==================== design 1
==> config.mk <==
export PLATFORM = sky130hd
export DESIGN_NAME = k12_nonce_dispatcher
export DESIGN_NICKNAME = d
export VERILOG_FILES = /design/src/rtl/k12_nonce_dispatcher.sv
export SDC_FILE = /design/constraint.sdc
export NUM_CORES = 2
export LEC_CHECK = 0
export ABC_CLOCK_PERIOD_IN_PS = 3600
export CAP_MARGIN = 0
export CORE_AREA = 10 10 578 580
export CTS_BUF_LIST = sky130_fd_sc_hd__clkbuf_4 sky130_fd_sc_hd__clkbuf_8 sky130_fd_sc_hd__clkbuf_16
export CTS_CLUSTER_SIZE = 30
export DETAILED_ROUTE_END_ITERATION = 16
export DIE_AREA = 0 0 588 590
export GPL_TIMING_DRIVEN = 0
export PLACE_DENSITY = 0.55
export SYNTH_ARGS = -nofsm -noshare
export SYNTH_HDL_FRONTEND = slang
export SYNTH_SLANG_ARGS = --single-unit
==> constraint.sdc <==
create_clock -name clk -period 3.6 [get_ports clk]
set_input_delay 0.9 -clock clk [delete_from_list [all_inputs] [get_ports clk]]
set_output_delay 0.9 -clock clk [all_outputs]
set_load 0.01 [all_outputs]
==> src/rtl/k12_nonce_dispatcher.sv <==
// k12_nonce_dispatcher: K12_PoW job/nonce sequencer with tag delay line and share FIFO; K12_DISPATCH_STATS_EN adds stat_hashes
module k12_nonce_dispatcher #(
  parameter int HASH_LATENCY     = 30,
  parameter int ISSUE_INTERVAL   = 30,
  parameter int SHARE_FIFO_DEPTH = 4
) (
  input  logic         clk,
  input  logic         rst,
  input  logic         job_valid,
  output logic         job_ready,
  input  logic [575:0] job_blob,
  input  logic [63:0]  job_target,
  input  logic [63:0]  job_nonce_start,
  input  logic [31:0]  job_count,
  input  logic         abort,
  output logic         hs_load,
  output logic [575:0] hs_blob,
  output logic [63:0]  hs_target,
  output logic [63:0]  hs_nonce,
  input  logic         hs_store,
  output logic         share_valid,
  input  logic         share_ready,
  output logic [63:0]  share_nonce,
  output logic         share_overflow,
  output logic         busy,
  output logic         done
`ifdef K12_DISPATCH_STATS_EN
  ,
  output logic [47:0]  stat_hashes
`endif
);
  typedef enum logic [1:0] {IDLE, ISSUE, DRAIN} state_t;
  localparam int TW = $clog2(ISSUE_INTERVAL + 1);
  localparam int AW = $clog2(SHARE_FIFO_DEPTH);
  state_t state;
  logic [TW-1:0] tmr;
  logic [31:0] rem;
  logic [HASH_LATENCY-1:0] vld;
  logic [63:0] tag [HASH_LATENCY];
  logic [63:0] mem [SHARE_FIFO_DEPTH];
  logic [AW:0] wp, rp;
  logic kill, accept, fire, push, pop, full, wr;
  assign job_ready = state == IDLE;
  assign busy = !job_ready;
  assign kill = abort && state != IDLE;
  assign accept = job_valid && state == IDLE && !abort;
  assign fire = tmr == TW'(ISSUE_INTERVAL - 1);
  assign push = hs_store && vld[HASH_LATENCY-1];
  assign pop = share_valid && share_ready;
  assign full = (wp ^ rp) == {1'b1, {AW{1'b0}}};
  assign wr = push && (!full || pop);
  assign share_valid = wp != rp;
  assign share_nonce = mem[rp[AW-1:0]];
  always_ff @(posedge clk or negedge rst) begin
    if (!rst) begin
      state <= IDLE;
      hs_load <= 1'b0;
      hs_nonce <= '0;
      hs_blob <= '0;
      hs_target <= '0;
      done <= 1'b0;
      rem <= '0;
      tmr <= '0;
    end else begin
      hs_load <= 1'b0;
      done <= 1'b0;
      if (kill) state <= IDLE;
      else case (state)
        IDLE: if (accept) begin
          hs_blob <= job_blob;
          hs_target <= job_target;
          hs_nonce <= job_nonce_start;
          rem <= job_count - 1;
          tmr <= '0;
          hs_load <= job_count != 0;
          done <= job_count == 0;
          state <= job_count == 0 ? IDLE : job_count == 1 ? DRAIN : ISSUE;
        end
        ISSUE: if (fire) begin
          hs_load <= 1'b1;
          hs_nonce <= hs_nonce + 1;
          rem <= rem - 1;
          tmr <= '0;
          if (rem == 1) state <= DRAIN;
        end else tmr <= tmr + 1'b1;
        DRAIN: if (!hs_load && vld == '0) begin
          done <= 1'b1;
          state <= IDLE;
        end
        default: state <= IDLE;
      endcase
    end
  end
  // the load pulse itself counts as in flight until it enters the delay line
  always_ff @(posedge clk or negedge rst) begin
    if (!rst) vld <= '0;
    else if (kill) vld <= '0;
    else begin
      for (int i = HASH_LATENCY - 1; i > 0; i--) vld[i] <= vld[i-1];
      vld[0] <= hs_load;
    end
  end
  always_ff @(posedge clk) begin
    for (int i = HASH_LATENCY - 1; i > 0; i--) tag[i] <= tag[i-1];
    tag[0] <= hs_nonce;
  end
  always_ff @(posedge clk or negedge rst) begin
    if (!rst) begin
      wp <= '0;
      rp <= '0;
      share_overflow <= 1'b0;
    end else begin
      if (wr) wp <= wp + 1'b1;
      if (pop) rp <= rp + 1'b1;
      share_overflow <= accept ? 1'b0 : share_overflow | (push && full && !pop);
    end
  end
  always_ff @(posedge clk) if (wr) mem[wp[AW-1:0]] <= tag[HASH_LATENCY-1];
`ifdef K12_DISPATCH_STATS_EN
  always_ff @(posedge clk or negedge rst) begin
    if (!rst) stat_hashes <= '0;
    else if (hs_load && !(&stat_hashes)) stat_hashes <= stat_hashes + 1'b1;
  end
`endif
endmodule
==================== design 2
--- config.mk ---
export PLATFORM = sky130hd
export DESIGN_NAME = fifo_irq_ctrl
export DESIGN_NICKNAME = d
export VERILOG_FILES = /design/src/rtl/fifo_irq_ctrl.sv
export SDC_FILE = /design/constraint.sdc
export NUM_CORES = 1
export LEC_CHECK = 0
export CELL_PAD_IN_SITES_DETAIL_PLACEMENT = 0
export CELL_PAD_IN_SITES_GLOBAL_PLACEMENT = 1
export CORE_MARGIN = 5
export CORE_UTILIZATION = 45
export DETAILED_ROUTE_END_ITERATION = 8
export DONT_BUFFER_PORTS = 1
export PLACE_DENSITY = 0.76
export SETUP_SLACK_MARGIN = 0.2
export SYNTH_ARGS = -nofsm -noshare
export SYNTH_HDL_FRONTEND = slang
export SYNTH_SLANG_ARGS = --single-unit
--- constraint.sdc ---
create_clock -name clk -period 2.29 [get_ports clk]
set_input_delay 0.3435 -clock clk [delete_from_list [all_inputs] [get_ports clk]]
set_output_delay 0.3435 -clock clk [all_outputs]
set_load 0.03 [all_outputs]
--- src/rtl/fifo_irq_ctrl.sv ---
// fifo_irq_ctrl: gates event writes into the event FIFO, sequences soft clears, raises a hysteretic/timeout IRQ and counts drops
module fifo_irq_ctrl #(
  parameter int DEPTH     = 16,
  parameter int FLUSH_CYC = 4,
  parameter int TO_W      = 16
) (
  input  logic                       clk,
  input  logic                       rst_n,
  input  logic                       ctrl_en,
  input  logic                       soft_clr,
  input  logic                       evt_valid,
  input  logic [$clog2(DEPTH)-1:0]   numel_fifo,
  input  logic                       full_fifo,
  input  logic                       empty_fifo,
  input  logic [$clog2(DEPTH)-1:0]   irq_assert_th,
  input  logic [$clog2(DEPTH)-1:0]   irq_deassert_th,
  input  logic [TO_W-1:0]            timeout_cyc,
  output logic                       wr_en_fifo,
  output logic                       fifo_rst_n,
  output logic                       irq,
  output logic [15:0]                drop_cnt,
  output logic [1:0]                 state
);
  localparam int AW = $clog2(DEPTH);
  localparam int CW = $clog2(FLUSH_CYC + 1);
  typedef enum logic [1:0] {IDLE = 2'd0, RUN = 2'd1, FLUSH = 2'd2} state_t;
  state_t st, st_n;
  logic [CW-1:0] fcnt;
  logic [TO_W-1:0] timer;
  logic [AW:0] occ, ath;
  logic tmo, irq_n, drop_inc;
  assign state      = st;
  assign occ        = full_fifo ? (AW+1)'(DEPTH) : {1'b0, numel_fifo};
  assign ath        = irq_assert_th == '0 ? (AW+1)'(1) : {1'b0, irq_assert_th};
  assign wr_en_fifo = evt_valid & (st == RUN) & ~full_fifo;
  assign drop_inc   = evt_valid & ~wr_en_fifo & (st == RUN | st == FLUSH);
  // expiry is ignored once the FIFO is empty so a drained FIFO drops the IRQ immediately
  assign tmo        = (timeout_cyc != '0) && (timer == timeout_cyc) && !empty_fifo;
  always_comb begin
    st_n  = st == IDLE ? (ctrl_en ? FLUSH : IDLE)
          : st == RUN  ? (soft_clr ? FLUSH : ctrl_en ? RUN : IDLE)
          : (!soft_clr && fcnt == CW'(FLUSH_CYC - 1)) ? (ctrl_en ? RUN : IDLE) : FLUSH;
    irq_n = (st_n == RUN) && (occ >= ath || tmo || (irq && !(occ <= {1'b0, irq_deassert_th})));
  end
  always_ff @(posedge clk) begin
    if (!rst_n) begin
      st         <= IDLE;
      fcnt       <= '0;
      fifo_rst_n <= 1'b0;
      irq        <= 1'b0;
      drop_cnt   <= '0;
      timer      <= '0;
    end else begin
      st         <= st_n;
      fcnt       <= (st == FLUSH && st_n == FLUSH && !soft_clr) ? fcnt + 1'b1 : '0;
      fifo_rst_n <= st == RUN;
      irq        <= irq_n;
      drop_cnt   <= soft_clr ? '0 : (drop_inc && drop_cnt != 16'hFFFF) ? drop_cnt + 1'b1 : drop_cnt;
      // an expired timer holds while its IRQ is pending; an occupancy IRQ restarts it
      timer      <= (st_n != RUN || empty_fifo || (irq && !tmo)) ? '0
                  : (!irq && timer != timeout_cyc) ? timer + 1'b1 : timer;
    end
  end
endmodule

==> design_2/met2.png <==
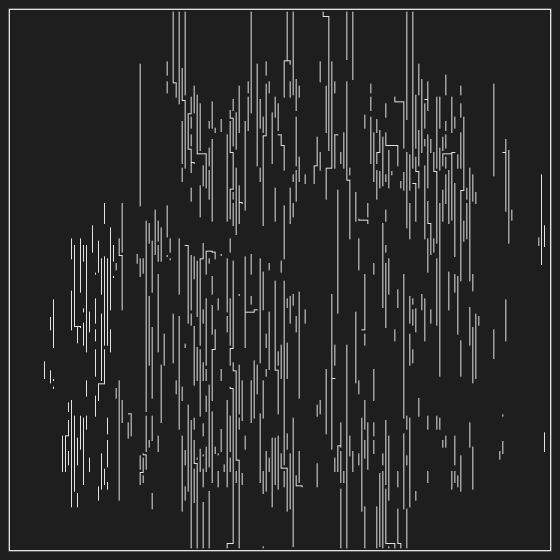
nets with wire on the layer: 291
longest straight run: 31.1 um

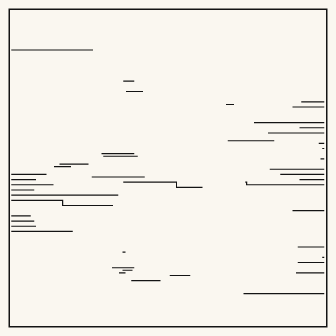
(design_2/met3.png)
wire length on this layer: 405 um
nets with wire on the layer: 40
share of all routed wire: 7.1%

==> results.sh, design 2 <==
# implementation run metrics
export IMPL_ys_area_mm2=0.002394
export IMPL_status="complete, no violations"
export IMPL_initCoreUtil_pct=46.57
export IMPL_avgSynthCellArea_um2=8.704
export IMPL_startpoint_type="flip-flop"
export IMPL_drt_wl_total_mm=5.704
export IMPL_fp_dieH_um=82.93
export IMPL_top_area_cell="dfxtp_1"
export IMPL_ys_warn_count=0
export IMPL_clkTransAtPathRegs_ns=0.08
export IMPL_core_area_mm2=0.005140
export IMPL_gr_usage_all_layers_pct=17.11
export IMPL_dpl_cell_area_mm2=0.002591
export IMPL_fill_cells=521
export IMPL_clock_tree_root_cell="clkbuf_8"
export IMPL_setup_viol=0
export IMPL_drt_iter0_drc=67
export IMPL_drv_slew=0
export IMPL_max_stage_delay_ns=0.43
export IMPL_cp_cell_sequence="inv_4 -> ha_4 -> nand2_1 -> or3b_4 -> or3_4 -> or4_4 -> nand2_1"
export IMPL_drive_gt1_share_pct=17.63
export IMPL_rsz0062_at_grt="true"
export IMPL_hold_class="input pin to flip-flop"
export IMPL_postLayoutCoreUtil_pct=53.94
export IMPL_ant_nets=0
export IMPL_switching_share_pct=20.93
export IMPL_comb_power_uw=81.0
-- design 2: state kept, by name, indices dropped and copies added, names as in the netlist --
register / cells
drop_cnt: 16
fcnt: 3
fifo_rst_n: 1
irq: 1
state: 2
timer: 16
-- design 2: layout make-up --
class / count / area [um2] / share of cell area, %
clock inverter: 1 / 30.03 / 1.083
clock buffer: 7 / 97.59 / 3.520
sequential: 39 / 790.8 / 28.52
timing repair buffer: 22 / 165.2 / 5.957
tap: 70 / 87.58 / 3.159
multi-input combinational: 210 / 1536 / 55.42
inverter: 16 / 65.06 / 2.347
-- design 2: worst paths after layout --
check	startpoint	endpoint	slack (ns)	cells after the start
min reg2reg	fcnt[0]	fcnt[0]	0.43	1
min	rst_n	state[1]	0.18	1
max	state[0]	drop_cnt[11]	0.22	7
max reg2reg	state[0]	drop_cnt[11]	0.22	7
-- design 2: per-layer routing --
layer	wire length, um	up-vias	global-route usage, %	part of all wire (%)
met5	0	-	0	0
met4	78	0	5.498	1.4
met3	404	5	6.139	7.1
met2	2682	61	26.97	47
met1	2539	986	21.71	45
li1	-	1055	-	-
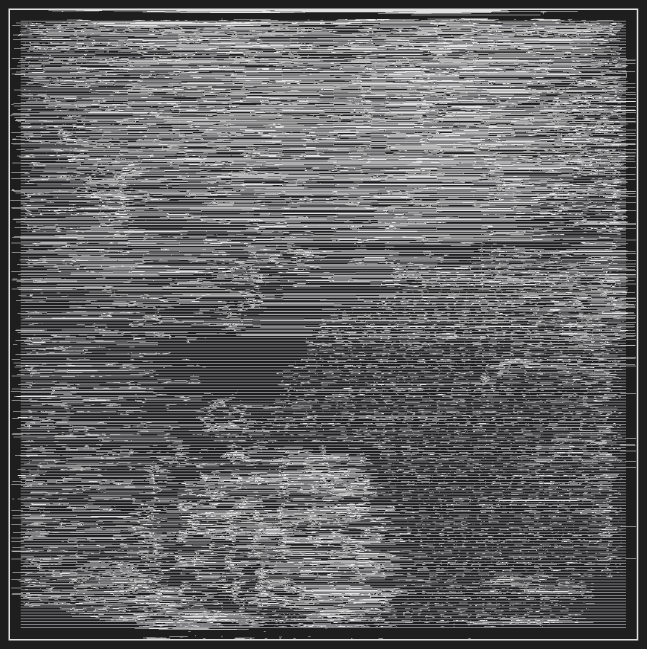
(design_1/met1.png)
Supply wires on this layer in gray.
wire length on this layer: 197 mm
share of all routed wire: 42%
nets with wire on the layer: 8,230
final WL: 469.9 mm
met1 usage: 33.31%
via count: 53,035

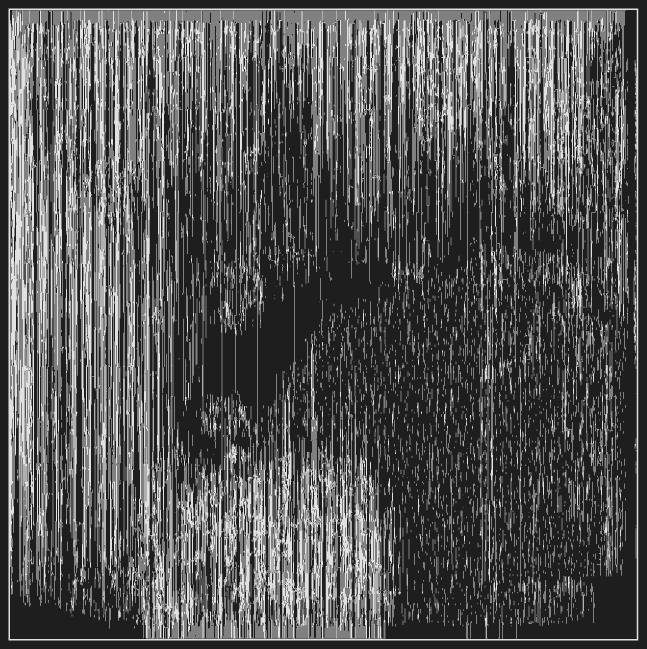
(design_1/met2.png)
longest straight run: 466 um
wire length on this layer: 215 mm
main direction: vertical
nets with wire on the layer: 7,276

==> results.sh, design 1 <==
# implementation run metrics
export IMPL_setup_slack_ns=-0.03806
export IMPL_seqPwrFrac_pct=46.2
export IMPL_syn_to_final_growth_pct=40.39
export IMPL_synth_cells=5991
export IMPL_ys_sh_simple_pct=12.21
export IMPL_worst_ep_arrival_time_ns=4.43
export IMPL_status="finished, violations left"
export IMPL_p_comb_share_pct=25.4
export IMPL_adder_share_pct=0.1876
export IMPL_p_clk_mw=33.6
export IMPL_setup_viol=2
export IMPL_maxCapViolations=0
export IMPL_failed_checks="setup timing"
export IMPL_placementRows=209
export IMPL_top_power_group="registers"
export IMPL_crit_end="hs_blob[67]"
-- design 1: per-stage QoR --
stage          total power [mW]  setup slack [ns]  setup TNS [ns]
6_report                  118.3          -0.03806        -0.05343
5_1_grt                   123.0         -0.001940       -0.001940
4_1_cts                   119.7          0.002122               0
3_5_place_dp              85.44            -2.161        -1113.95
3_3_place_gp              85.40            -42.59               -
2_1_floorplan             60.53            0.3640               0
-- design 1: per-layer routing --
layer	routed length [um]	GRT usage, %
met1	197400	33.31
met2	214600	42.27
met3	41670	9.231
met4	15400	6.745
met5	830	0
-- design 1: layout make-up --
cell class	count	share of cell area, %
buffer	217	0.9218
multi-input combinational	2799	12.03
clock buffer	450	8.331
tap	4325	4.815
antenna	48	0.1069
inverter	17	0.05678
timing repair buffer	1538	13.84
clock inverter	123	1.445
sequential	2958	58.45
-- design 1: repair_timing --
action | in CTS | in global routing
hold endpoints to repair | 17 | 0
buffers inserted | 8 | 0
pin swaps | 1 | 0
gates resized | 176 | 41
endpoints found under the setup margin | 759 | 80
hold buffers | 1 | 0

==================== design 3
[src/rtl/ps2_rx_decoder.sv]
// PS/2 keyboard receiver: sync + glitch filter, 11-bit frame FSM, E0/F0 prefix stripping, timeout abort.
// Strobes are registered and appear the cycle after the stop-bit fall; there is no backpressure.
module ps2_rx_decoder #(
  parameter int FILTER_LEN  = 8,
  parameter int TIMEOUT_CYC = 50000
) (
  input  logic       CLK,
  input  logic       RSTn,
  input  logic       ps2_clk_i,
  input  logic       ps2_data_i,
  output logic [7:0] scan_code_o,
  output logic       code_valid_o,
  output logic       break_o,
  output logic       extended_o,
  output logic       parity_err_o,
  output logic       frame_err_o
);

  localparam int FW = (FILTER_LEN > 1) ? $clog2(FILTER_LEN) : 1;
  localparam int TW = $clog2(TIMEOUT_CYC + 1);
  localparam logic [FW-1:0] FILT_LAST = FW'(FILTER_LEN - 1);
  localparam logic [TW-1:0] TO_LAST   = TW'(TIMEOUT_CYC - 1);

  typedef enum logic [1:0] {IDLE, DATA, PARITY, STOP} state_t;

  logic          clk_s1, clk_s2, dat_s1, dat_s2;
  logic          filt_clk, filt_prev;
  logic [FW-1:0] filt_cnt;
  logic          fall, timeout;

  state_t        state, state_n;
  logic [2:0]    bit_cnt, bit_cnt_n;
  logic [7:0]    shreg, shreg_n;
  logic          par, par_n;
  logic [TW-1:0] tcnt, tcnt_n;
  logic          ext, ext_n, brk, brk_n;
  logic [7:0]    code_n;
  logic          brk_o_n, ext_o_n, vld_n, perr_n, ferr_n;

  // Synchronizers and clock filter idle high so reset never looks like an edge.
  always_ff @(posedge CLK) begin
    if (!RSTn) begin
      clk_s1    <= 1'b1;
      clk_s2    <= 1'b1;
      dat_s1    <= 1'b1;
      dat_s2    <= 1'b1;
      filt_clk  <= 1'b1;
      filt_prev <= 1'b1;
      filt_cnt  <= '0;
    end else begin
      clk_s1    <= ps2_clk_i;
      clk_s2    <= clk_s1;
      dat_s1    <= ps2_data_i;
      dat_s2    <= dat_s1;
      filt_prev <= filt_clk;
      if (clk_s2 == filt_clk) begin
        filt_cnt <= '0;
      end else if (filt_cnt == FILT_LAST) begin
        filt_clk <= clk_s2;
        filt_cnt <= '0;
      end else begin
        filt_cnt <= filt_cnt + {{(FW-1){1'b0}}, 1'b1};
      end
    end
  end

  assign fall    = filt_prev & ~filt_clk;
  assign timeout = (state != IDLE) && !fall && (tcnt == TO_LAST);

  always_ff @(posedge CLK) begin
    if (!RSTn) begin
      state        <= IDLE;
      bit_cnt      <= '0;
      shreg        <= '0;
      par          <= 1'b0;
      tcnt         <= '0;
      ext          <= 1'b0;
      brk          <= 1'b0;
      scan_code_o  <= '0;
      break_o      <= 1'b0;
      extended_o   <= 1'b0;
      code_valid_o <= 1'b0;
      parity_err_o <= 1'b0;
      frame_err_o  <= 1'b0;
    end else begin
      state        <= state_n;
      bit_cnt      <= bit_cnt_n;
      shreg        <= shreg_n;
      par          <= par_n;
      tcnt         <= tcnt_n;
      ext          <= ext_n;
      brk          <= brk_n;
      scan_code_o  <= code_n;
      break_o      <= brk_o_n;
      extended_o   <= ext_o_n;
      code_valid_o <= vld_n;
      parity_err_o <= perr_n;
      frame_err_o  <= ferr_n;
    end
  end

  always_comb begin
    state_n   = state;
    bit_cnt_n = bit_cnt;
    shreg_n   = shreg;
    par_n     = par;
    ext_n     = ext;
    brk_n     = brk;
    code_n    = scan_code_o;
    brk_o_n   = break_o;
    ext_o_n   = extended_o;
    vld_n     = 1'b0;
    perr_n    = 1'b0;
    ferr_n    = 1'b0;

    if (state == IDLE || fall) tcnt_n = '0;
    else                       tcnt_n = tcnt + {{(TW-1){1'b0}}, 1'b1};

    case (state)
      IDLE: begin
        // A fall with data high is a stray edge, not a start bit.
        if (fall && !dat_s2) begin
          state_n   = DATA;
          bit_cnt_n = '0;
        end
      end
      DATA: begin
        if (fall) begin
          shreg_n   = {dat_s2, shreg[7:1]};
          bit_cnt_n = bit_cnt + 3'd1;
          if (bit_cnt == 3'd7) state_n = PARITY;
        end
      end
      PARITY: begin
        if (fall) begin
          par_n   = dat_s2;
          state_n = STOP;
        end
      end
      STOP: begin
        if (fall) begin
          state_n = IDLE;
          if (!dat_s2) begin
            ferr_n = 1'b1;
            ext_n  = 1'b0;
            brk_n  = 1'b0;
          end else if (~^{shreg, par}) begin
            perr_n = 1'b1;
            ext_n  = 1'b0;
            brk_n  = 1'b0;
          end else if (shreg == 8'hE0) begin
            ext_n = 1'b1;
          end else if (shreg == 8'hF0) begin
            brk_n = 1'b1;
          end else begin
            code_n  = shreg;
            brk_o_n = brk;
            ext_o_n = ext;
            vld_n   = 1'b1;
            ext_n   = 1'b0;
            brk_n   = 1'b0;
          end
        end
      end
      default: state_n = IDLE;
    endcase

    if (timeout) begin
      state_n = IDLE;
      ferr_n  = 1'b1;
      ext_n   = 1'b0;
      brk_n   = 1'b0;
    end
  end

endmodule

[config.mk]
export PLATFORM = sky130hd
export DESIGN_NAME = ps2_rx_decoder
export DESIGN_NICKNAME = d
export VERILOG_FILES = /design/src/rtl/ps2_rx_decoder.sv
export SDC_FILE = /design/constraint.sdc
export NUM_CORES = 1
export LEC_CHECK = 0
export ABC_AREA = 1
export CORE_MARGIN = 2
export CORE_UTILIZATION = 35
export DETAILED_ROUTE_END_ITERATION = 16
export PLACE_DENSITY = 0.6
export SETUP_SLACK_MARGIN = 0.4
export SLEW_MARGIN = 10
export SYNTH_ARGS = -nofsm -noshare
export SYNTH_HDL_FRONTEND = slang
export SYNTH_SLANG_ARGS = --single-unit
[constraint.sdc]
create_clock -name CLK -period 1.8 [get_ports CLK]
set_clock_uncertainty 0.15 [all_clocks]
set_input_delay 0.36 -clock CLK [delete_from_list [all_inputs] [get_ports CLK]]
set_output_delay 0.36 -clock CLK [all_outputs]
set_load 0.02 [all_outputs]
==================== design 4
==> src/rtl/cc1200_tx_pkg.sv <==
// cc1200_tx_pkg: shared constants and state type for the CC1200 transmit sample FIFO
package cc1200_tx_pkg;
  localparam int SAMPLE_W = 12;
  localparam int DEF_DEPTH = 64;
  localparam int DEF_START_LEVEL = 16;
  typedef enum logic [0:0] {ST_IDLE = 1'b0, ST_ACTIVE = 1'b1} state_t;
endpackage

==> src/rtl/cc1200_txfifo_ram.sv <==
// cc1200_txfifo_ram: DEPTH x SAMPLE_W simple dual-port store (clk, we/waddr/wdata sync write, raddr/rdata async read)
module cc1200_txfifo_ram
  import cc1200_tx_pkg::*;
#(
  parameter int DEPTH = DEF_DEPTH,
  parameter int AW = 6
) (
  input  logic                clk,
  input  logic                we,
  input  logic [AW-1:0]       waddr,
  input  logic [SAMPLE_W-1:0] wdata,
  input  logic [AW-1:0]       raddr,
  output logic [SAMPLE_W-1:0] rdata
);
  logic [SAMPLE_W-1:0] mem [DEPTH];
  always_ff @(posedge clk)
    if (we) mem[waddr] <= wdata;
  assign rdata = mem[raddr];
endmodule

==> src/rtl/cc1200_tx_sample_fifo.sv <==
// cc1200_tx_sample_fifo: show-ahead sample FIFO gating GetDataEn by start level and pair alignment (ports: clk, rst, wr_en/wr_data/full, GetDataEn/GetData/Next_data, level, ovf, udf; optional flush with CC1200_TXFIFO_FLUSH_EN)
module cc1200_tx_sample_fifo
  import cc1200_tx_pkg::*;
#(
  parameter int DEPTH = DEF_DEPTH,
  parameter int AW = 6,
  parameter int START_LEVEL = DEF_START_LEVEL
) (
  input  logic                clk,
  input  logic                rst,
  input  logic                wr_en,
  input  logic [SAMPLE_W-1:0] wr_data,
  output logic                full,
  output logic                GetDataEn,
  output logic [SAMPLE_W-1:0] GetData,
  input  logic                Next_data,
  output logic [AW:0]         level,
  output logic                ovf,
  output logic                udf
`ifdef CC1200_TXFIFO_FLUSH_EN
  , input logic               flush
`endif
);
  logic [AW-1:0] wr_ptr, rd_ptr;
  logic [AW:0] count, count_nxt;
  logic pair_phase, pp_nxt, push, pop_eff, go, stop, clr;
  logic [SAMPLE_W-1:0] head;
  state_t state, state_nxt;
`ifdef CC1200_TXFIFO_FLUSH_EN
  assign clr = flush;
`else
  assign clr = 1'b0;
`endif
  cc1200_txfifo_ram #(.DEPTH(DEPTH), .AW(AW)) u_ram (
    .clk(clk), .we(push), .waddr(wr_ptr), .wdata(wr_data), .raddr(rd_ptr), .rdata(head)
  );
  always_comb begin
    pop_eff = Next_data && count != '0;
    push = wr_en && (!full || pop_eff);
    count_nxt = count + (AW+1)'(push) - (AW+1)'(pop_eff);
    pp_nxt = pair_phase ^ pop_eff;
    go = state == ST_IDLE && count >= (AW+1)'(START_LEVEL);
    // exit only on a pair boundary once fewer than a full pair remains
    stop = state == ST_ACTIVE && !pp_nxt && count_nxt < (AW+1)'(2);
    state_nxt = go ? ST_ACTIVE : stop ? ST_IDLE : state;
  end
  always_ff @(posedge clk) begin
    if (rst || clr) begin
      wr_ptr <= '0;
      rd_ptr <= '0;
      count <= '0;
      pair_phase <= 1'b0;
      state <= ST_IDLE;
      ovf <= 1'b0;
      udf <= 1'b0;
    end else begin
      if (push) wr_ptr <= wr_ptr + 1'b1;
      if (pop_eff) rd_ptr <= rd_ptr + 1'b1;
      count <= count_nxt;
      pair_phase <= go ? 1'b0 : pp_nxt;
      state <= state_nxt;
      ovf <= ovf | (wr_en & ~push);
      udf <= udf | (Next_data & ~pop_eff);
    end
  end
  // head is undefined storage while empty, so present zero instead
  assign GetData = count != '0 ? head : '0;
  assign GetDataEn = state == ST_ACTIVE;
  assign full = count == (AW+1)'(DEPTH);
  assign level = count;
endmodule

==> config.mk <==
export PLATFORM = sky130hd
export DESIGN_NAME = cc1200_tx_sample_fifo
export DESIGN_NICKNAME = d
export VERILOG_FILES = /design/src/rtl/cc1200_tx_pkg.sv /design/src/rtl/cc1200_txfifo_ram.sv /design/src/rtl/cc1200_tx_sample_fifo.sv
export SDC_FILE = /design/constraint.sdc
export NUM_CORES = 1
export LEC_CHECK = 0
export CAP_MARGIN = 15
export CORE_MARGIN = 8
export CORE_UTILIZATION = 35
export DETAILED_ROUTE_END_ITERATION = 8
export SLEW_MARGIN = 20
export SYNTH_ARGS = -nofsm -noshare
export SYNTH_HDL_FRONTEND = slang
export SYNTH_HIERARCHICAL = 1
export SYNTH_SLANG_ARGS = --single-unit
==> constraint.sdc <==
create_clock -name clk -period 7.5 [get_ports clk]
set_input_delay 2.25 -clock clk [delete_from_list [all_inputs] [get_ports clk]]
set_output_delay 2.25 -clock clk [all_outputs]
set_load 0.03 [all_outputs]
==================== design 5
$ cat src/rtl/edge_mode_ctrl_pkg.sv
// edge_mode_ctrl_pkg: mode encodings, FSM states and threshold width shared by the edge-mode control block
package edge_mode_ctrl_pkg;
  localparam logic [1:0] MODE_RGB = 2'd0;
  localparam logic [1:0] MODE_GRAY = 2'd1;
  localparam logic [1:0] MODE_SOBX = 2'd2;
  localparam logic [1:0] MODE_SOBY = 2'd3;
  localparam int THRESH_W = 12;
  typedef enum logic [1:0] {IDLE, PENDING, FLUSH} state_t;
endpackage

$ cat src/rtl/key_debounce.sv
// key_debounce: 2-flop synchronizer plus stability counter; one-cycle oPress on each debounced 1->0 transition
module key_debounce #(
  parameter int DEBOUNCE_CYCLES = 500000
) (
  input  logic iCLK,
  input  logic iRST,
  input  logic iKey,
  output logic oPress
);
  localparam int CW = $clog2(DEBOUNCE_CYCLES + 1);
  localparam logic [CW-1:0] LAST = CW'(DEBOUNCE_CYCLES - 1);
  logic keyMeta, keySync, keyState;
  logic [CW-1:0] cnt;
  always_ff @(posedge iCLK or negedge iRST)
    if (!iRST) begin
      keyMeta <= 1'b1;
      keySync <= 1'b1;
      keyState <= 1'b1;
      cnt <= '0;
      oPress <= 1'b0;
    end else begin
      keyMeta <= iKey;
      keySync <= keyMeta;
      oPress <= (keySync != keyState) && (cnt == LAST) && !keySync;
      if (keySync == keyState) cnt <= '0;
      else if (cnt == LAST) begin
        cnt <= '0;
        keyState <= keySync;
      end else cnt <= cnt + 1'b1;
    end
endmodule

$ cat src/rtl/edge_mode_ctrl.sv
// edge_mode_ctrl: debounced mode cycling with frame-boundary apply and line-buffer flush
// Optional EDGE_CTRL_AUTOCYCLE_EN: advance the mode every AUTO_FRAMES frames while iAUTO is high
module edge_mode_ctrl
  import edge_mode_ctrl_pkg::*;
#(
  parameter int DEBOUNCE_CYCLES = 500000,
  parameter int FLUSH_CYCLES = 16,
  parameter int AUTO_FRAMES = 60
) (
  input  logic                iCLK,
  input  logic                iRST,
  input  logic                iKEY,
  input  logic [9:0]          iSW,
  input  logic                iFVAL,
  input  logic                iAUTO,
  output logic [1:0]          oMode,
  output logic [THRESH_W-1:0] oThresh,
  output logic                oFlush,
  output logic                oPending,
  output logic                oOverrun
);
  localparam int FW = $clog2(FLUSH_CYCLES + 1);
  state_t state;
  logic keyPress, autoPress, press, fvalD, fvalD2, frameEnd, fvalRise;
  logic [9:0] swMeta, swSync;
  logic [1:0] pendMode;
  logic [FW-1:0] flushCnt;

  key_debounce #(.DEBOUNCE_CYCLES(DEBOUNCE_CYCLES)) u_key (
    .iCLK(iCLK), .iRST(iRST), .iKey(iKEY), .oPress(keyPress)
  );

`ifdef EDGE_CTRL_AUTOCYCLE_EN
  localparam int AW = $clog2(AUTO_FRAMES + 1);
  logic [AW-1:0] frameCnt;
  always_ff @(posedge iCLK or negedge iRST)
    if (!iRST) begin
      frameCnt <= '0;
      autoPress <= 1'b0;
    end else begin
      autoPress <= iAUTO && frameEnd && (frameCnt == AW'(AUTO_FRAMES - 1));
      if (!iAUTO) frameCnt <= '0;
      else if (frameEnd) frameCnt <= (frameCnt == AW'(AUTO_FRAMES - 1)) ? '0 : frameCnt + 1'b1;
    end
`else
  logic unusedAuto;
  assign unusedAuto = iAUTO & (AUTO_FRAMES > 0);
  assign autoPress = 1'b0;
`endif

  assign press = keyPress | autoPress;
  assign frameEnd = fvalD & ~iFVAL;
  assign fvalRise = fvalD & ~fvalD2;

  // a press coinciding with a frame end is only queued; the apply uses the pre-press pendMode
  always_ff @(posedge iCLK or negedge iRST)
    if (!iRST) begin
      state <= IDLE;
      fvalD <= 1'b0;
      fvalD2 <= 1'b0;
      swMeta <= '0;
      swSync <= '0;
      pendMode <= MODE_RGB;
      flushCnt <= '0;
      oMode <= MODE_RGB;
      oThresh <= '0;
      oFlush <= 1'b0;
      oPending <= 1'b0;
      oOverrun <= 1'b0;
    end else begin
      fvalD <= iFVAL;
      fvalD2 <= fvalD;
      swMeta <= iSW;
      swSync <= swMeta;
      if (press) begin
        pendMode <= (oPending ? pendMode : oMode) + 2'd1;
        oPending <= 1'b1;
      end
      if (oFlush && fvalRise) oOverrun <= 1'b1;
      case (state)
        IDLE: begin
          if (frameEnd) oThresh <= {swSync, 2'b00};
          if (press) state <= PENDING;
        end
        PENDING:
          if (frameEnd) begin
            oMode <= pendMode;
            oThresh <= {swSync, 2'b00};
            oPending <= press;
            oFlush <= 1'b1;
            flushCnt <= FW'(FLUSH_CYCLES - 1);
            state <= FLUSH;
          end
        default:
          if (flushCnt == '0) begin
            oFlush <= 1'b0;
            state <= (oPending || press) ? PENDING : IDLE;
          end else flushCnt <= flushCnt - 1'b1;
      endcase
    end
endmodule

$ cat config.mk
export PLATFORM = sky130hd
export DESIGN_NAME = edge_mode_ctrl
export DESIGN_NICKNAME = d
export VERILOG_FILES = /design/src/rtl/edge_mode_ctrl_pkg.sv /design/src/rtl/key_debounce.sv /design/src/rtl/edge_mode_ctrl.sv
export SDC_FILE = /design/constraint.sdc
export NUM_CORES = 1
export LEC_CHECK = 0
export CAP_MARGIN = 40
export CELL_PAD_IN_SITES_DETAIL_PLACEMENT = 2
export CELL_PAD_IN_SITES_GLOBAL_PLACEMENT = 2
export CORE_ASPECT_RATIO = 0.8
export CORE_UTILIZATION = 34
export DETAILED_ROUTE_END_ITERATION = 12
export PLACE_DENSITY = 0.8
export SYNTH_ARGS = -nofsm -noshare
export SYNTH_HDL_FRONTEND = slang
export SYNTH_SLANG_ARGS = --single-unit
$ cat constraint.sdc
create_clock -name iCLK -period 1.6 [get_ports iCLK]
set_clock_uncertainty 0.2 [all_clocks]
set_input_delay 0.24 -clock iCLK [delete_from_list [all_inputs] [get_ports iCLK]]
set_output_delay 0.24 -clock iCLK [all_outputs]
set_load 0.005 [all_outputs]
==> design_4/met3.png <==
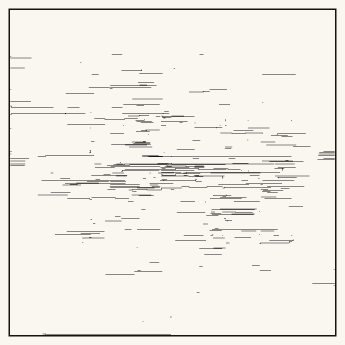
share of all routed wire: 6.8%
main direction: horizontal
wire length on this layer: 4,920 um

==> results.sh, design 4 <==
# implementation run metrics
export IMPL_status="complete, no violations"
export IMPL_r2r_slack_ns=4.13
export IMPL_drt_wl_total_mm=72.22
export IMPL_lay_top_count="edfxtp_1"
export IMPL_startpoint_type="flip-flop"
export IMPL_comb_share_pct=19.51
export IMPL_fp_dieH_um=313.3
export IMPL_wl_per_cell_um=25.48
export IMPL_clock_area_share_pct=7.178
export IMPL_nClkBuffers=103
export IMPL_drcViolationCount=0
export IMPL_ant_nets=0
export IMPL_lay_top_cells="edfxtp_1, mux4_2, nor2_1"
export IMPL_hold_viol_final=0
export IMPL_wl_met2_mm=34.38
export IMPL_tightest_slew_ns=1.123
export IMPL_path_buffers=2
export IMPL_ys_warn_count=6
export IMPL_placementRows=109
export IMPL_avgSynthCellArea_um2=20.96
export IMPL_edf_count=768
export IMPL_fin_nets=1633
export IMPL_antenna_found_initial=5
export IMPL_rsz0062_at_grt="false"
export IMPL_synth_top_area_share_pct=74.56
export IMPL_endpoint_kind="primary output"
export IMPL_seqPwrFrac_pct=46.7
export IMPL_core_area_mm2=0.08797
export IMPL_p_leak_nw=10.80
export IMPL_wl_met1_mm=31.29
export IMPL_cts_buffers=82
export IMPL_clock_power_share_pct=36.3
export IMPL_final_seq_area_mm2=0.02353
export IMPL_gr_usage_all_layers_pct=14.44
export IMPL_min_period_over_period_pct=88.99
export IMPL_timing_fmax_mhz=149.8
export IMPL_synth_lib_cells_used_distinct=52
export IMPL_logic_area_mm2=0.006939
export IMPL_timing_hold_ws_ns=0.4773
export IMPL_postCtsSetupRepairBufs=0
export IMPL_worst_ep_arrival_time_ns=4.42
export IMPL_max_stage_delay_ns=0.81
export IMPL_tns_ns=0
export IMPL_routed_top_layer="met5"
export IMPL_r2r_end="u_ram/mem[14][8]"
export IMPL_hp_start="udf"
design 4: worst max-delay path by stage:
stage	startpoint	end	cells past startpoint
2_1_floorplan	rd_ptr[1]	GetData[1]	9
3_3_place_gp	rd_ptr[0]	GetData[4]	8
3_5_place_dp	rd_ptr[0]	GetData[4]	8
4_1_cts	rd_ptr[0]	GetData[4]	8
5_1_grt	rd_ptr[0]	GetData[4]	8
6_report	rd_ptr[0]	GetData[4]	8
design 4: layer usage:
metal | vias to the layer above | global-route usage (%)
li1 | 6409 | -
met1 | 8075 | 20.19
met2 | 481 | 22.86
met3 | 111 | 3.010
met4 | 6 | 4.206
met5 | - | 0
design 4: stage by stage:
step           cell area (um2)  setup slack [ns]  cells
6_report                 35580            0.8261   2834
5_1_grt                  35570            0.7012   2831
4_1_cts                  35560            0.8530   2831
2_1_floorplan            30930             3.025   1476
3_5_place_dp             33010             1.562   2686
3_3_place_gp             32990             1.512   2686
design 4: state kept, by name, indices dropped and copies added, names as in the netlist:
register    cells
GetDataEn       1
level           7
ovf             1
pair_phase      1
rd_ptr          6
u_ram/mem     768
udf             1
wr_ptr          6
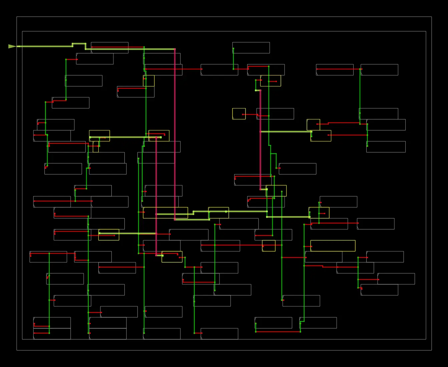
(design_5/final_clocks.png)
total CTS buffers: 9
Clock Sinks: 69

==> results.sh, design 5 <==
# implementation run metrics
export IMPL_setup_viol=34
export IMPL_failed_checks="setup timing"
export IMPL_drt_wl_total_mm=8.846
export IMPL_setup_slack_ns=-0.2428
export IMPL_drive_gt1_share_pct=36.62
export IMPL_core_area_mm2=0.007602
export IMPL_ys_area_mm2=0.002753
export IMPL_dp_cells=389
export IMPL_gp_congestion=0.7598
export IMPL_status="finished, violations left"
export IMPL_grt_pass1_wl_mm=12.71
export IMPL_portBuffers=28
export IMPL_synthTopCellsByCount="dfrtp_1, nor2_1, nand2_1, xnor2_1, mux2_2"
export IMPL_ys_seq_share_pct=62.86
export IMPL_fin_nets=326
export IMPL_p_total_mw=3.749
export IMPL_timing_hold_ws_ns=0.1133
export IMPL_critical_path_depth=6
export IMPL_chipArea_mm2=0.008462
export IMPL_n_antenna_cell=0
==> design 5: layout make-up <==
type,instances,share of cell area [%]
Tap cell,105,3.340
Sequential cell,69,44.08
Clock buffer,10,3.244
Inverter,6,0.5725
Timing Repair Buffer,87,18.77
Multi-Input combinational cell,136,27.61
Clock inverter,6,2.385
==> design 5: per-stage QoR <==
stage          cell area [um2]  util, %
6_report                  3934    51.74
5_1_grt                   3934    51.74
4_1_cts                   3781    49.74
3_5_place_dp              3495    45.97
3_3_place_gp              3495    45.97
2_1_floorplan             2779        -
==> design 5: cells by family after synthesis <==
logic type	after synthesis	synth area share [%]
AND-OR/OR-AND	18	4.455
XOR/XNOR	18	5.727
adder cells (fa/ha/maj)	2	0.9089
buffers and inverters	14	2.681
flip-flops	69	62.86
multiplexers	14	5.636
other	1	0.1362
AND/OR/NAND/NOR	82	17.59
==> design 5: report_power, final <==
part           leakage (nW)  switching, mW  internal (mW)
logic                 0.815          0.115          0.160
registers             0.862         0.0491           1.82
clock network         0.107          0.715          0.892
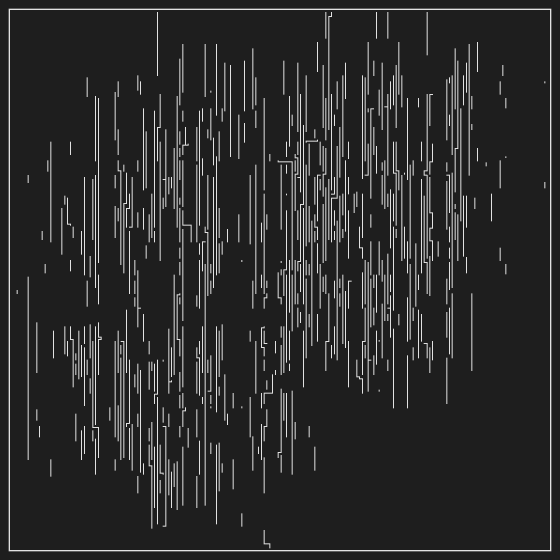
(design_3/met2.png)
nets with wire on the layer: 343
share of all routed wire: 51%
longest straight run: 39.4 um
met2 GRT Util: 25.02%
via count: 2,304
final WL: 6.011 mm

==> results.sh, design 3 <==
# implementation run metrics
export IMPL_status="complete, no violations"
export IMPL_clock_tree_root_cell="clkbuf_8"
export IMPL_p_total_mw=1.960
export IMPL_nClkBuffers=6
export IMPL_cts_htree_levels=2
export IMPL_regMostFlops="tcnt"
export IMPL_grt_pass1_vias=2111
export IMPL_ys_sh_simple_pct=29.02
export IMPL_dpl_hpwl_mm=3.646
export IMPL_adder_share_pct=4.511
export IMPL_placementRows=30
export IMPL_cp_max_fo=4
export IMPL_hp_start="dat_s1"
export IMPL_synth_cells=321
export IMPL_cts_tree="done"
export IMPL_wl_met2_mm=3.068
export IMPL_wl_per_cell_um=12.52
export IMPL_rsz0062_at_grt="true"
export IMPL_min_path_cells=1
export IMPL_busiest_layer="met2"
export IMPL_fill_cells=634
export IMPL_ys_warn_count=0
export IMPL_comb_share_pct=45.95
export IMPL_drv_slew=0
export IMPL_wl_met3_um=149
export IMPL_clock_latency_ns=0.32
export IMPL_maxSlewHeadroom_pct=76.30
export IMPL_comb_power_uw=42.7
export IMPL_logic_area_mm2=0.001723
export IMPL_holdBufCountCts=0
export IMPL_num_tap_cells=96
export IMPL_buf_share_pct=13.15
export IMPL_r2r_start="tcnt[1]"
export IMPL_postCtsSetupRepairBufs=17
export IMPL_dpl_cell_area_mm2=0.002967
export IMPL_antenna_found_initial=0
export IMPL_cts_buffers=5
export IMPL_peakVddDrop_mv=0.4047
export IMPL_ant_nets=0
export IMPL_largest_cell_class="logic gates"
export IMPL_grt_pass1_wl_mm=9.066
export IMPL_avgSynthCellArea_um2=7.776
export IMPL_core_area_mm2=0.006832
export IMPL_post_route_min_period_ns=1.657
export IMPL_synth_lib_cells_used_distinct=38
export IMPL_synthTopLogicFamily="simple AND/OR/NAND/NOR gates"
export IMPL_cp_top_family="simple AND/OR/NAND/NOR gates"
design 3: synthesized netlist by cell type (all sizes together):
cell,number,area (um2)
or2,6,37.54
dfxtp,54,1081
nand2,77,334.1
xnor2,1,8.760
nand3,24,130.1
nor2,26,105.1
nand3b,1,7.510
a211oi,1,7.510
ha,9,112.6
nor3,6,46.30
o211ai,1,7.510
buf,4,43.78
nand4,6,37.54
inv,39,146.4
o211a,2,20.02
clkbuf,3,11.26
o21ai,18,90.08
a221oi,2,17.52
clkinv,2,8.750
nor4,2,18.77
o31ai,1,7.510
a21oi,35,209.0
nor3b,1,7.510
design 3: stage by stage:
stage | instances | worst slack, ns | utilization, %
3_5_place_dp | 438 | 0.09157 | 43.42
4_1_cts | 466 | 0.1684 | 48.99
5_1_grt | 480 | 0.05998 | 54.89
2_1_floorplan | 321 | 0.2164 | -
6_report | 480 | 0.1431 | 54.89
3_3_place_gp | 438 | 0.1104 | 43.42
design 3: cells by family (layout without fill, tap and decap cells):
kind of cell,count (synthesis),count (layout)
and+or+nand+nor,149,151
adders and majority gates,9,9
DFF,54,54
xor gates and xnor gates,1,1
buffers and inverters,48,109
AOI/OAI and AO/OA,60,60

==================== design 6
<file path="src/rtl/mux_seq_pkg.sv">
// ---------------------------------------------------------------------------
// mux_seq_pkg
// Shared definitions for the mux41 operand sequencer:
//   state_t    - sequencer FSM states (IDLE, SINGLE, SWEEP)
//   SEL_W      - width of the {S1,S0} select
//   SEL_LAST   - last select code of a sweep
//   rec_t      - operand record {a, b, sel, sweep} at the default width
//   rec_bits() - packed record width for an arbitrary operand width
// ---------------------------------------------------------------------------
package mux_seq_pkg;

    typedef enum logic [1:0] {
        IDLE   = 2'd0,
        SINGLE = 2'd1,
        SWEEP  = 2'd2
    } state_t;

    localparam int SEL_W     = 2;
    localparam logic [SEL_W-1:0] SEL_LAST = 2'b11;

    localparam int DEF_WIDTH = 32;
    localparam int DEF_DEPTH = 2;
    localparam int DEF_CNT_W = 16;

    // Field order is shared with the width-generic record used in the top:
    // a in the MSBs, sweep flag in the LSB.
    typedef struct packed {
        logic [DEF_WIDTH-1:0] a;
        logic [DEF_WIDTH-1:0] b;
        logic [SEL_W-1:0]     sel;
        logic                 sweep;
    } rec_t;

    function automatic int rec_bits(input int width);
        return 2 * width + SEL_W + 1;
    endfunction

endpackage

</file>
<file path="src/rtl/mux_op_fifo.sv">
// ---------------------------------------------------------------------------
// mux_op_fifo
// Synchronous operand-record FIFO with asynchronous active-low reset.
//   clk, rst_n : clock / async reset (pointers cleared, FIFO empty)
//   push       : write wdata at the rising edge (ignored while full)
//   pop        : advance the read pointer at the rising edge (ignored while empty)
//   wdata      : record to store
//   rdata      : head record (valid while !empty), read combinationally
//   full/empty : occupancy flags derived from registered pointers only
// ---------------------------------------------------------------------------
module mux_op_fifo #(
    parameter int W     = 67,
    parameter int DEPTH = 2
) (
    input  logic         clk,
    input  logic         rst_n,
    input  logic         push,
    input  logic         pop,
    input  logic [W-1:0] wdata,
    output logic [W-1:0] rdata,
    output logic         full,
    output logic         empty
);

    localparam int AW = (DEPTH > 1) ? $clog2(DEPTH) : 1;

    // Pointers carry one extra wrap bit so that full and empty differ when
    // the index bits are equal.
    logic [AW:0]  wr_ptr;
    logic [AW:0]  rd_ptr;
    logic [W-1:0] mem [DEPTH];

    logic do_push;
    logic do_pop;

    assign empty   = (wr_ptr == rd_ptr);
    assign full    = (wr_ptr[AW] != rd_ptr[AW]) &&
                     (wr_ptr[AW-1:0] == rd_ptr[AW-1:0]);
    assign do_push = push && !full;
    assign do_pop  = pop && !empty;
    assign rdata   = mem[rd_ptr[AW-1:0]];

    always_ff @(posedge clk or negedge rst_n) begin
        if (!rst_n) begin
            wr_ptr <= '0;
            rd_ptr <= '0;
        end else begin
            if (do_push) wr_ptr <= wr_ptr + (AW+1)'(1);
            if (do_pop)  rd_ptr <= rd_ptr + (AW+1)'(1);
        end
    end

    // Storage needs no reset: entries are only read after being written.
    always_ff @(posedge clk) begin
        if (do_push) mem[wr_ptr[AW-1:0]] <= wdata;
    end

endmodule

</file>
<file path="src/rtl/mux_operand_sequencer.sv">
// ---------------------------------------------------------------------------
// mux_operand_sequencer
// Feeder stage for the 32-bit 4:1 operand mux (mux41). Operand records are
// queued in a small FIFO and presented to the mux on registered outputs, one
// record per downstream beat; sweep records step {S1,S0} through 00..11.
//
// Ports
//   clk, rst_n          : clock, asynchronous active-low reset
//   in_valid / in_ready : upstream record handshake
//   in_a, in_b          : operands
//   in_sel              : {S1,S0} for single mode
//   in_sweep            : 1 = sweep the select through all four codes
//   a_out, b_out, s1, s0: registered drive to mux41
//   out_valid/out_ready : downstream beat handshake
//   busy                : FIFO non-empty or a beat is being presented
//   done_count          : completed records, wraps
//   dbg_state           : current FSM state
//
// Handshake: a transfer happens at a rising edge where valid && ready are
// both 1. A producer holding valid keeps its data stable until the transfer;
// ready never depends combinationally on valid. in_ready is !full from
// registered pointers only, so a full FIFO refuses a push even when the
// same edge pops.
// ---------------------------------------------------------------------------
module mux_operand_sequencer
    import mux_seq_pkg::*;
#(
    parameter int WIDTH = DEF_WIDTH,
    parameter int DEPTH = DEF_DEPTH,
    parameter int CNT_W = DEF_CNT_W
) (
    input  logic             clk,
    input  logic             rst_n,
    input  logic             in_valid,
    output logic             in_ready,
    input  logic [WIDTH-1:0] in_a,
    input  logic [WIDTH-1:0] in_b,
    input  logic [1:0]       in_sel,
    input  logic             in_sweep,
    output logic [WIDTH-1:0] a_out,
    output logic [WIDTH-1:0] b_out,
    output logic             s1,
    output logic             s0,
    output logic             out_valid,
    input  logic             out_ready,
    output logic             busy,
    output logic [CNT_W-1:0] done_count,
    output state_t           dbg_state
);

    localparam int RW = rec_bits(WIDTH);

    typedef struct packed {
        logic [WIDTH-1:0] a;
        logic [WIDTH-1:0] b;
        logic [SEL_W-1:0] sel;
        logic             sweep;
    } op_rec_t;

    op_rec_t          wr_rec;
    op_rec_t          head;
    logic [RW-1:0]    head_bits;
    logic             fifo_full;
    logic             fifo_empty;
    logic             push;
    logic             pop;

    state_t           state_q, state_d;
    logic [WIDTH-1:0] a_q, a_d;
    logic [WIDTH-1:0] b_q, b_d;
    logic [SEL_W-1:0] sel_q, sel_d;
    logic             vld_q, vld_d;
    logic [CNT_W-1:0] cnt_q, cnt_d;

    logic             beat;
    logic             complete;
    logic             advance;

    assign wr_rec = '{a: in_a, b: in_b, sel: in_sel, sweep: in_sweep};
    assign push   = in_valid && !fifo_full;
    assign head   = head_bits;

    mux_op_fifo #(
        .W     (RW),
        .DEPTH (DEPTH)
    ) u_fifo (
        .clk   (clk),
        .rst_n (rst_n),
        .push  (push),
        .pop   (pop),
        .wdata (wr_rec),
        .rdata (head_bits),
        .full  (fifo_full),
        .empty (fifo_empty)
    );

    // A beat finishes the record in SINGLE, or in SWEEP once the last code
    // has been presented; earlier sweep beats just step the select.
    assign beat     = vld_q && out_ready;
    assign complete = beat && ((state_q == SINGLE) ||
                               ((state_q == SWEEP) && (sel_q == SEL_LAST)));
    assign advance  = beat && (state_q == SWEEP) && (sel_q != SEL_LAST);

    always_ff @(posedge clk or negedge rst_n) begin
        if (!rst_n) begin
            state_q <= IDLE;
            a_q     <= '0;
            b_q     <= '0;
            sel_q   <= '0;
            vld_q   <= 1'b0;
            cnt_q   <= '0;
        end else begin
            state_q <= state_d;
            a_q     <= a_d;
            b_q     <= b_d;
            sel_q   <= sel_d;
            vld_q   <= vld_d;
            cnt_q   <= cnt_d;
        end
    end

    always_comb begin
        state_d = state_q;
        a_d     = a_q;
        b_d     = b_q;
        sel_d   = sel_q;
        vld_d   = vld_q;
        cnt_d   = cnt_q;
        pop     = 1'b0;

        case (state_q)
            IDLE: begin
                vld_d = 1'b0;
                if (!fifo_empty) pop = 1'b1;
            end
            SINGLE, SWEEP: begin
                if (advance) begin
                    sel_d = sel_q + SEL_W'(1);
                end else if (complete) begin
                    cnt_d = cnt_q + CNT_W'(1);
                    if (!fifo_empty) begin
                        // Next record loads on the same edge: no bubble.
                        pop = 1'b1;
                    end else begin
                        // Data registers keep their last value while idle.
                        vld_d   = 1'b0;
                        state_d = IDLE;
                    end
                end
            end
            default: begin
                vld_d   = 1'b0;
                state_d = IDLE;
            end
        endcase

        // Loading the head is common to the IDLE start and the back-to-back
        // hand-over after a completed record.
        if (pop) begin
            a_d   = head.a;
            b_d   = head.b;
            vld_d = 1'b1;
            if (head.sweep) begin
                sel_d   = '0;
                state_d = SWEEP;
            end else begin
                sel_d   = head.sel;
                state_d = SINGLE;
            end
        end
    end

    assign in_ready   = !fifo_full;
    assign a_out      = a_q;
    assign b_out      = b_q;
    assign s1         = sel_q[1];
    assign s0         = sel_q[0];
    assign out_valid  = vld_q;
    assign busy       = !fifo_empty || vld_q;
    assign done_count = cnt_q;
    assign dbg_state  = state_q;

endmodule

</file>
<file path="config.mk">
export PLATFORM = sky130hd
export DESIGN_NAME = mux_operand_sequencer
export DESIGN_NICKNAME = d
export VERILOG_FILES = /design/src/rtl/mux_seq_pkg.sv /design/src/rtl/mux_op_fifo.sv /design/src/rtl/mux_operand_sequencer.sv
export SDC_FILE = /design/constraint.sdc
export NUM_CORES = 1
export LEC_CHECK = 0
export CORE_MARGIN = 5
export CORE_UTILIZATION = 23
export DETAILED_ROUTE_END_ITERATION = 8
export MAX_ROUTING_LAYER = met4
export SLEW_MARGIN = 10
export SYNTH_ARGS = -nofsm -noshare
export SYNTH_HDL_FRONTEND = slang
export SYNTH_SLANG_ARGS = --single-unit
</file>
<file path="constraint.sdc">
create_clock -name clk -period 7.2 [get_ports clk]
set_clock_uncertainty 0.2 [all_clocks]
set_input_delay 1.08 -clock clk [delete_from_list [all_inputs] [get_ports clk]]
set_output_delay 1.08 -clock clk [all_outputs]
set_load 0.03 [all_outputs]
</file>
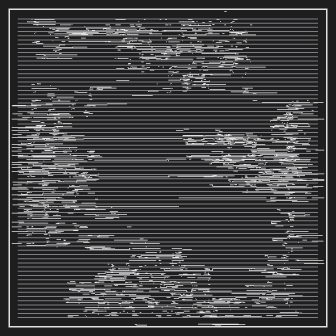
(design_6/met1.png)
Supply wires on this layer in gray.
share of all routed wire: 45%
main direction: horizontal
longest straight run: 63.9 um
wire length on this layer: 8,480 um

==> results.sh <==
# implementation run metrics
export IMPL_postLayoutCoreUtil_pct=31.08
export IMPL_busiest_layer="met2"
export IMPL_ys_cells=452
export IMPL_cts_tree="done"
export IMPL_core_area_mm2=0.03749
export IMPL_switchingPower_mw=1.988
export IMPL_comb_power_mw=2.47
export IMPL_largest_cell_class="flip-flops and latches"
export IMPL_setup_slack_ns=3.331
export IMPL_min_path_cells=1
export IMPL_gr_usage_all_layers_pct=9.203
export IMPL_routed_top_layer="met4"
export IMPL_clk_path_buf_depth=3
export IMPL_dp_cells=1109
export IMPL_portBuffers=157
export IMPL_wl_met1_mm=8.476
export IMPL_viasPerCell=3.858
export IMPL_synth_area_mm2=0.008687
export IMPL_clock_tree_root_cell="clkbuf_16"
export IMPL_fin_nets=703
export IMPL_comb_share_pct=19.50
export IMPL_nonClockInverterCount=3
export IMPL_postCtsSetupRepairBufs=0
export IMPL_dpl_cell_area_mm2=0.01078
export IMPL_p_leak_nw=4.339
export IMPL_final_seq_area_mm2=0.006255
export IMPL_numSynthFlops=223
export IMPL_async_flop_share_pct=39.91
export IMPL_logic_area_mm2=0.002272
export IMPL_fp_dieH_um=204.3
export IMPL_dp_worst_setup_slack_ns=3.040
export IMPL_drive_gt1_share_pct=28.33
export IMPL_status="complete, no violations"
export IMPL_crit_type="flip-flop to primary output"
export IMPL_ys_seq_share_pct=71.96
export IMPL_cp_max_fo=31
export IMPL_avgSynthCellArea_um2=19.22
export IMPL_placementRows=71
export IMPL_grtUsageMet1_pct=12.04
export IMPL_fin_area_mm2=0.01165
export IMPL_ys_sh_aoi_pct=1.051
export IMPL_switching_share_pct=33.69
export IMPL_drt_wl_total_mm=18.85
export IMPL_via_count=4464
export IMPL_timing_hold_ws_ns=0.2672
export IMPL_cts_buffers=26
export IMPL_dpl_hpwl_mm=11.72
export IMPL_clock_latency_ns=0.54
export IMPL_grt_pass1_wl_mm=29.05
export IMPL_cts_sinks=223
export IMPL_lay_top_cells="clkdlybuf4s50_1, edfxtp_1, dfrtp_1"
export IMPL_post_route_min_period_ns=3.869
export IMPL_p_comb_share_pct=41.9
export IMPL_mux_area_share_pct=19.46
export IMPL_maxSlewHeadroom_pct=32.09
export IMPL_nClkBuffers=37
export IMPL_edf_count=134
export IMPL_reg2regPathDepth=5
export IMPL_seq_cells=223
export IMPL_hold_viol_final=0
export IMPL_dieWidth_um=204.3
export IMPL_seqPwrFrac_pct=35.9
export IMPL_chipArea_mm2=0.04176
export IMPL_startpoint_type="flip-flop"
export IMPL_pg_seq_mw=2.12
-- worst paths after layout --
kind | startpoint | endpoint
max | u_fifo.rd_ptr[0] | in_ready
min | done_count[15] | done_count[15]
max reg2reg | u_fifo.rd_ptr[0] | u_fifo.mem[0][8]
min reg2reg | done_count[15] | done_count[15]
max in group asynchronous | rst_n | u_fifo.rd_ptr[0]
min in group asynchronous | rst_n | b_out[31]
-- flip-flops by register name (all words and copies together) (netlist names) --
signal / flops
sel_q: 2
b_out: 32
u_fifo.mem: 134
a_out: 32
done_count: 16
u_fifo.rd_ptr: 2
dbg_state: 2
out_valid: 1
u_fifo.wr_ptr: 2
-- synthesized netlist by cell type, types with 4 or more instances --
master	count	area share (%)
nand3_1	4	0.23
xnor2_1	14	1.4
buf_12	6	1.4
mux2i_1	4	0.46
xor2_1	8	0.81
ha_1	6	0.86
edfxtp_1	134	46
clkbuf_1	6	0.26
nand2_1	10	0.43
mux2_4	49	8.5
mux2_2	80	10
dfrtp_1	89	26
nand4_1	5	0.36
-- worst max-delay path: cells and delay by family, from the launching register on --
family | cells | cell delay, ns
simple gates | 1 | 0.21
xor+xnor | 1 | 0.37
buf+inv | 1 | 0.71
flops | 1 | 0.76


==> gallery <==
M3 wires.
(a)
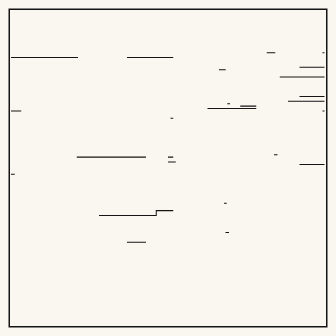
(b)
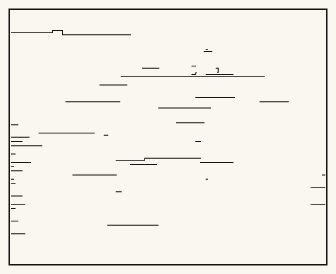
(c)
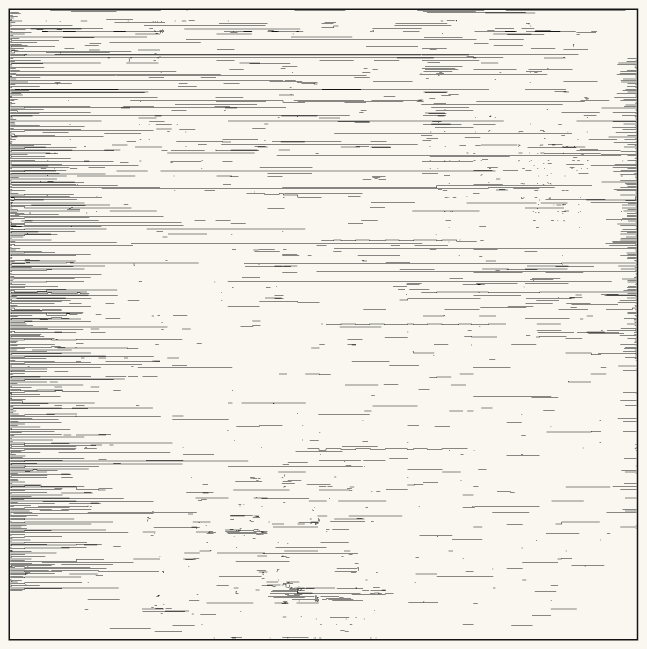
(d)
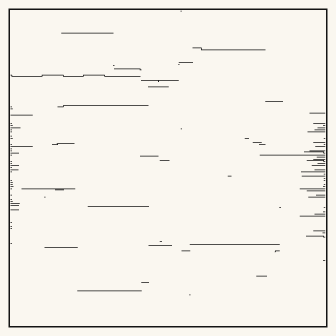
(a): design 3
(b): design 5
(c): design 1
(d): design 6

Power and IR drop assume default switching activity.
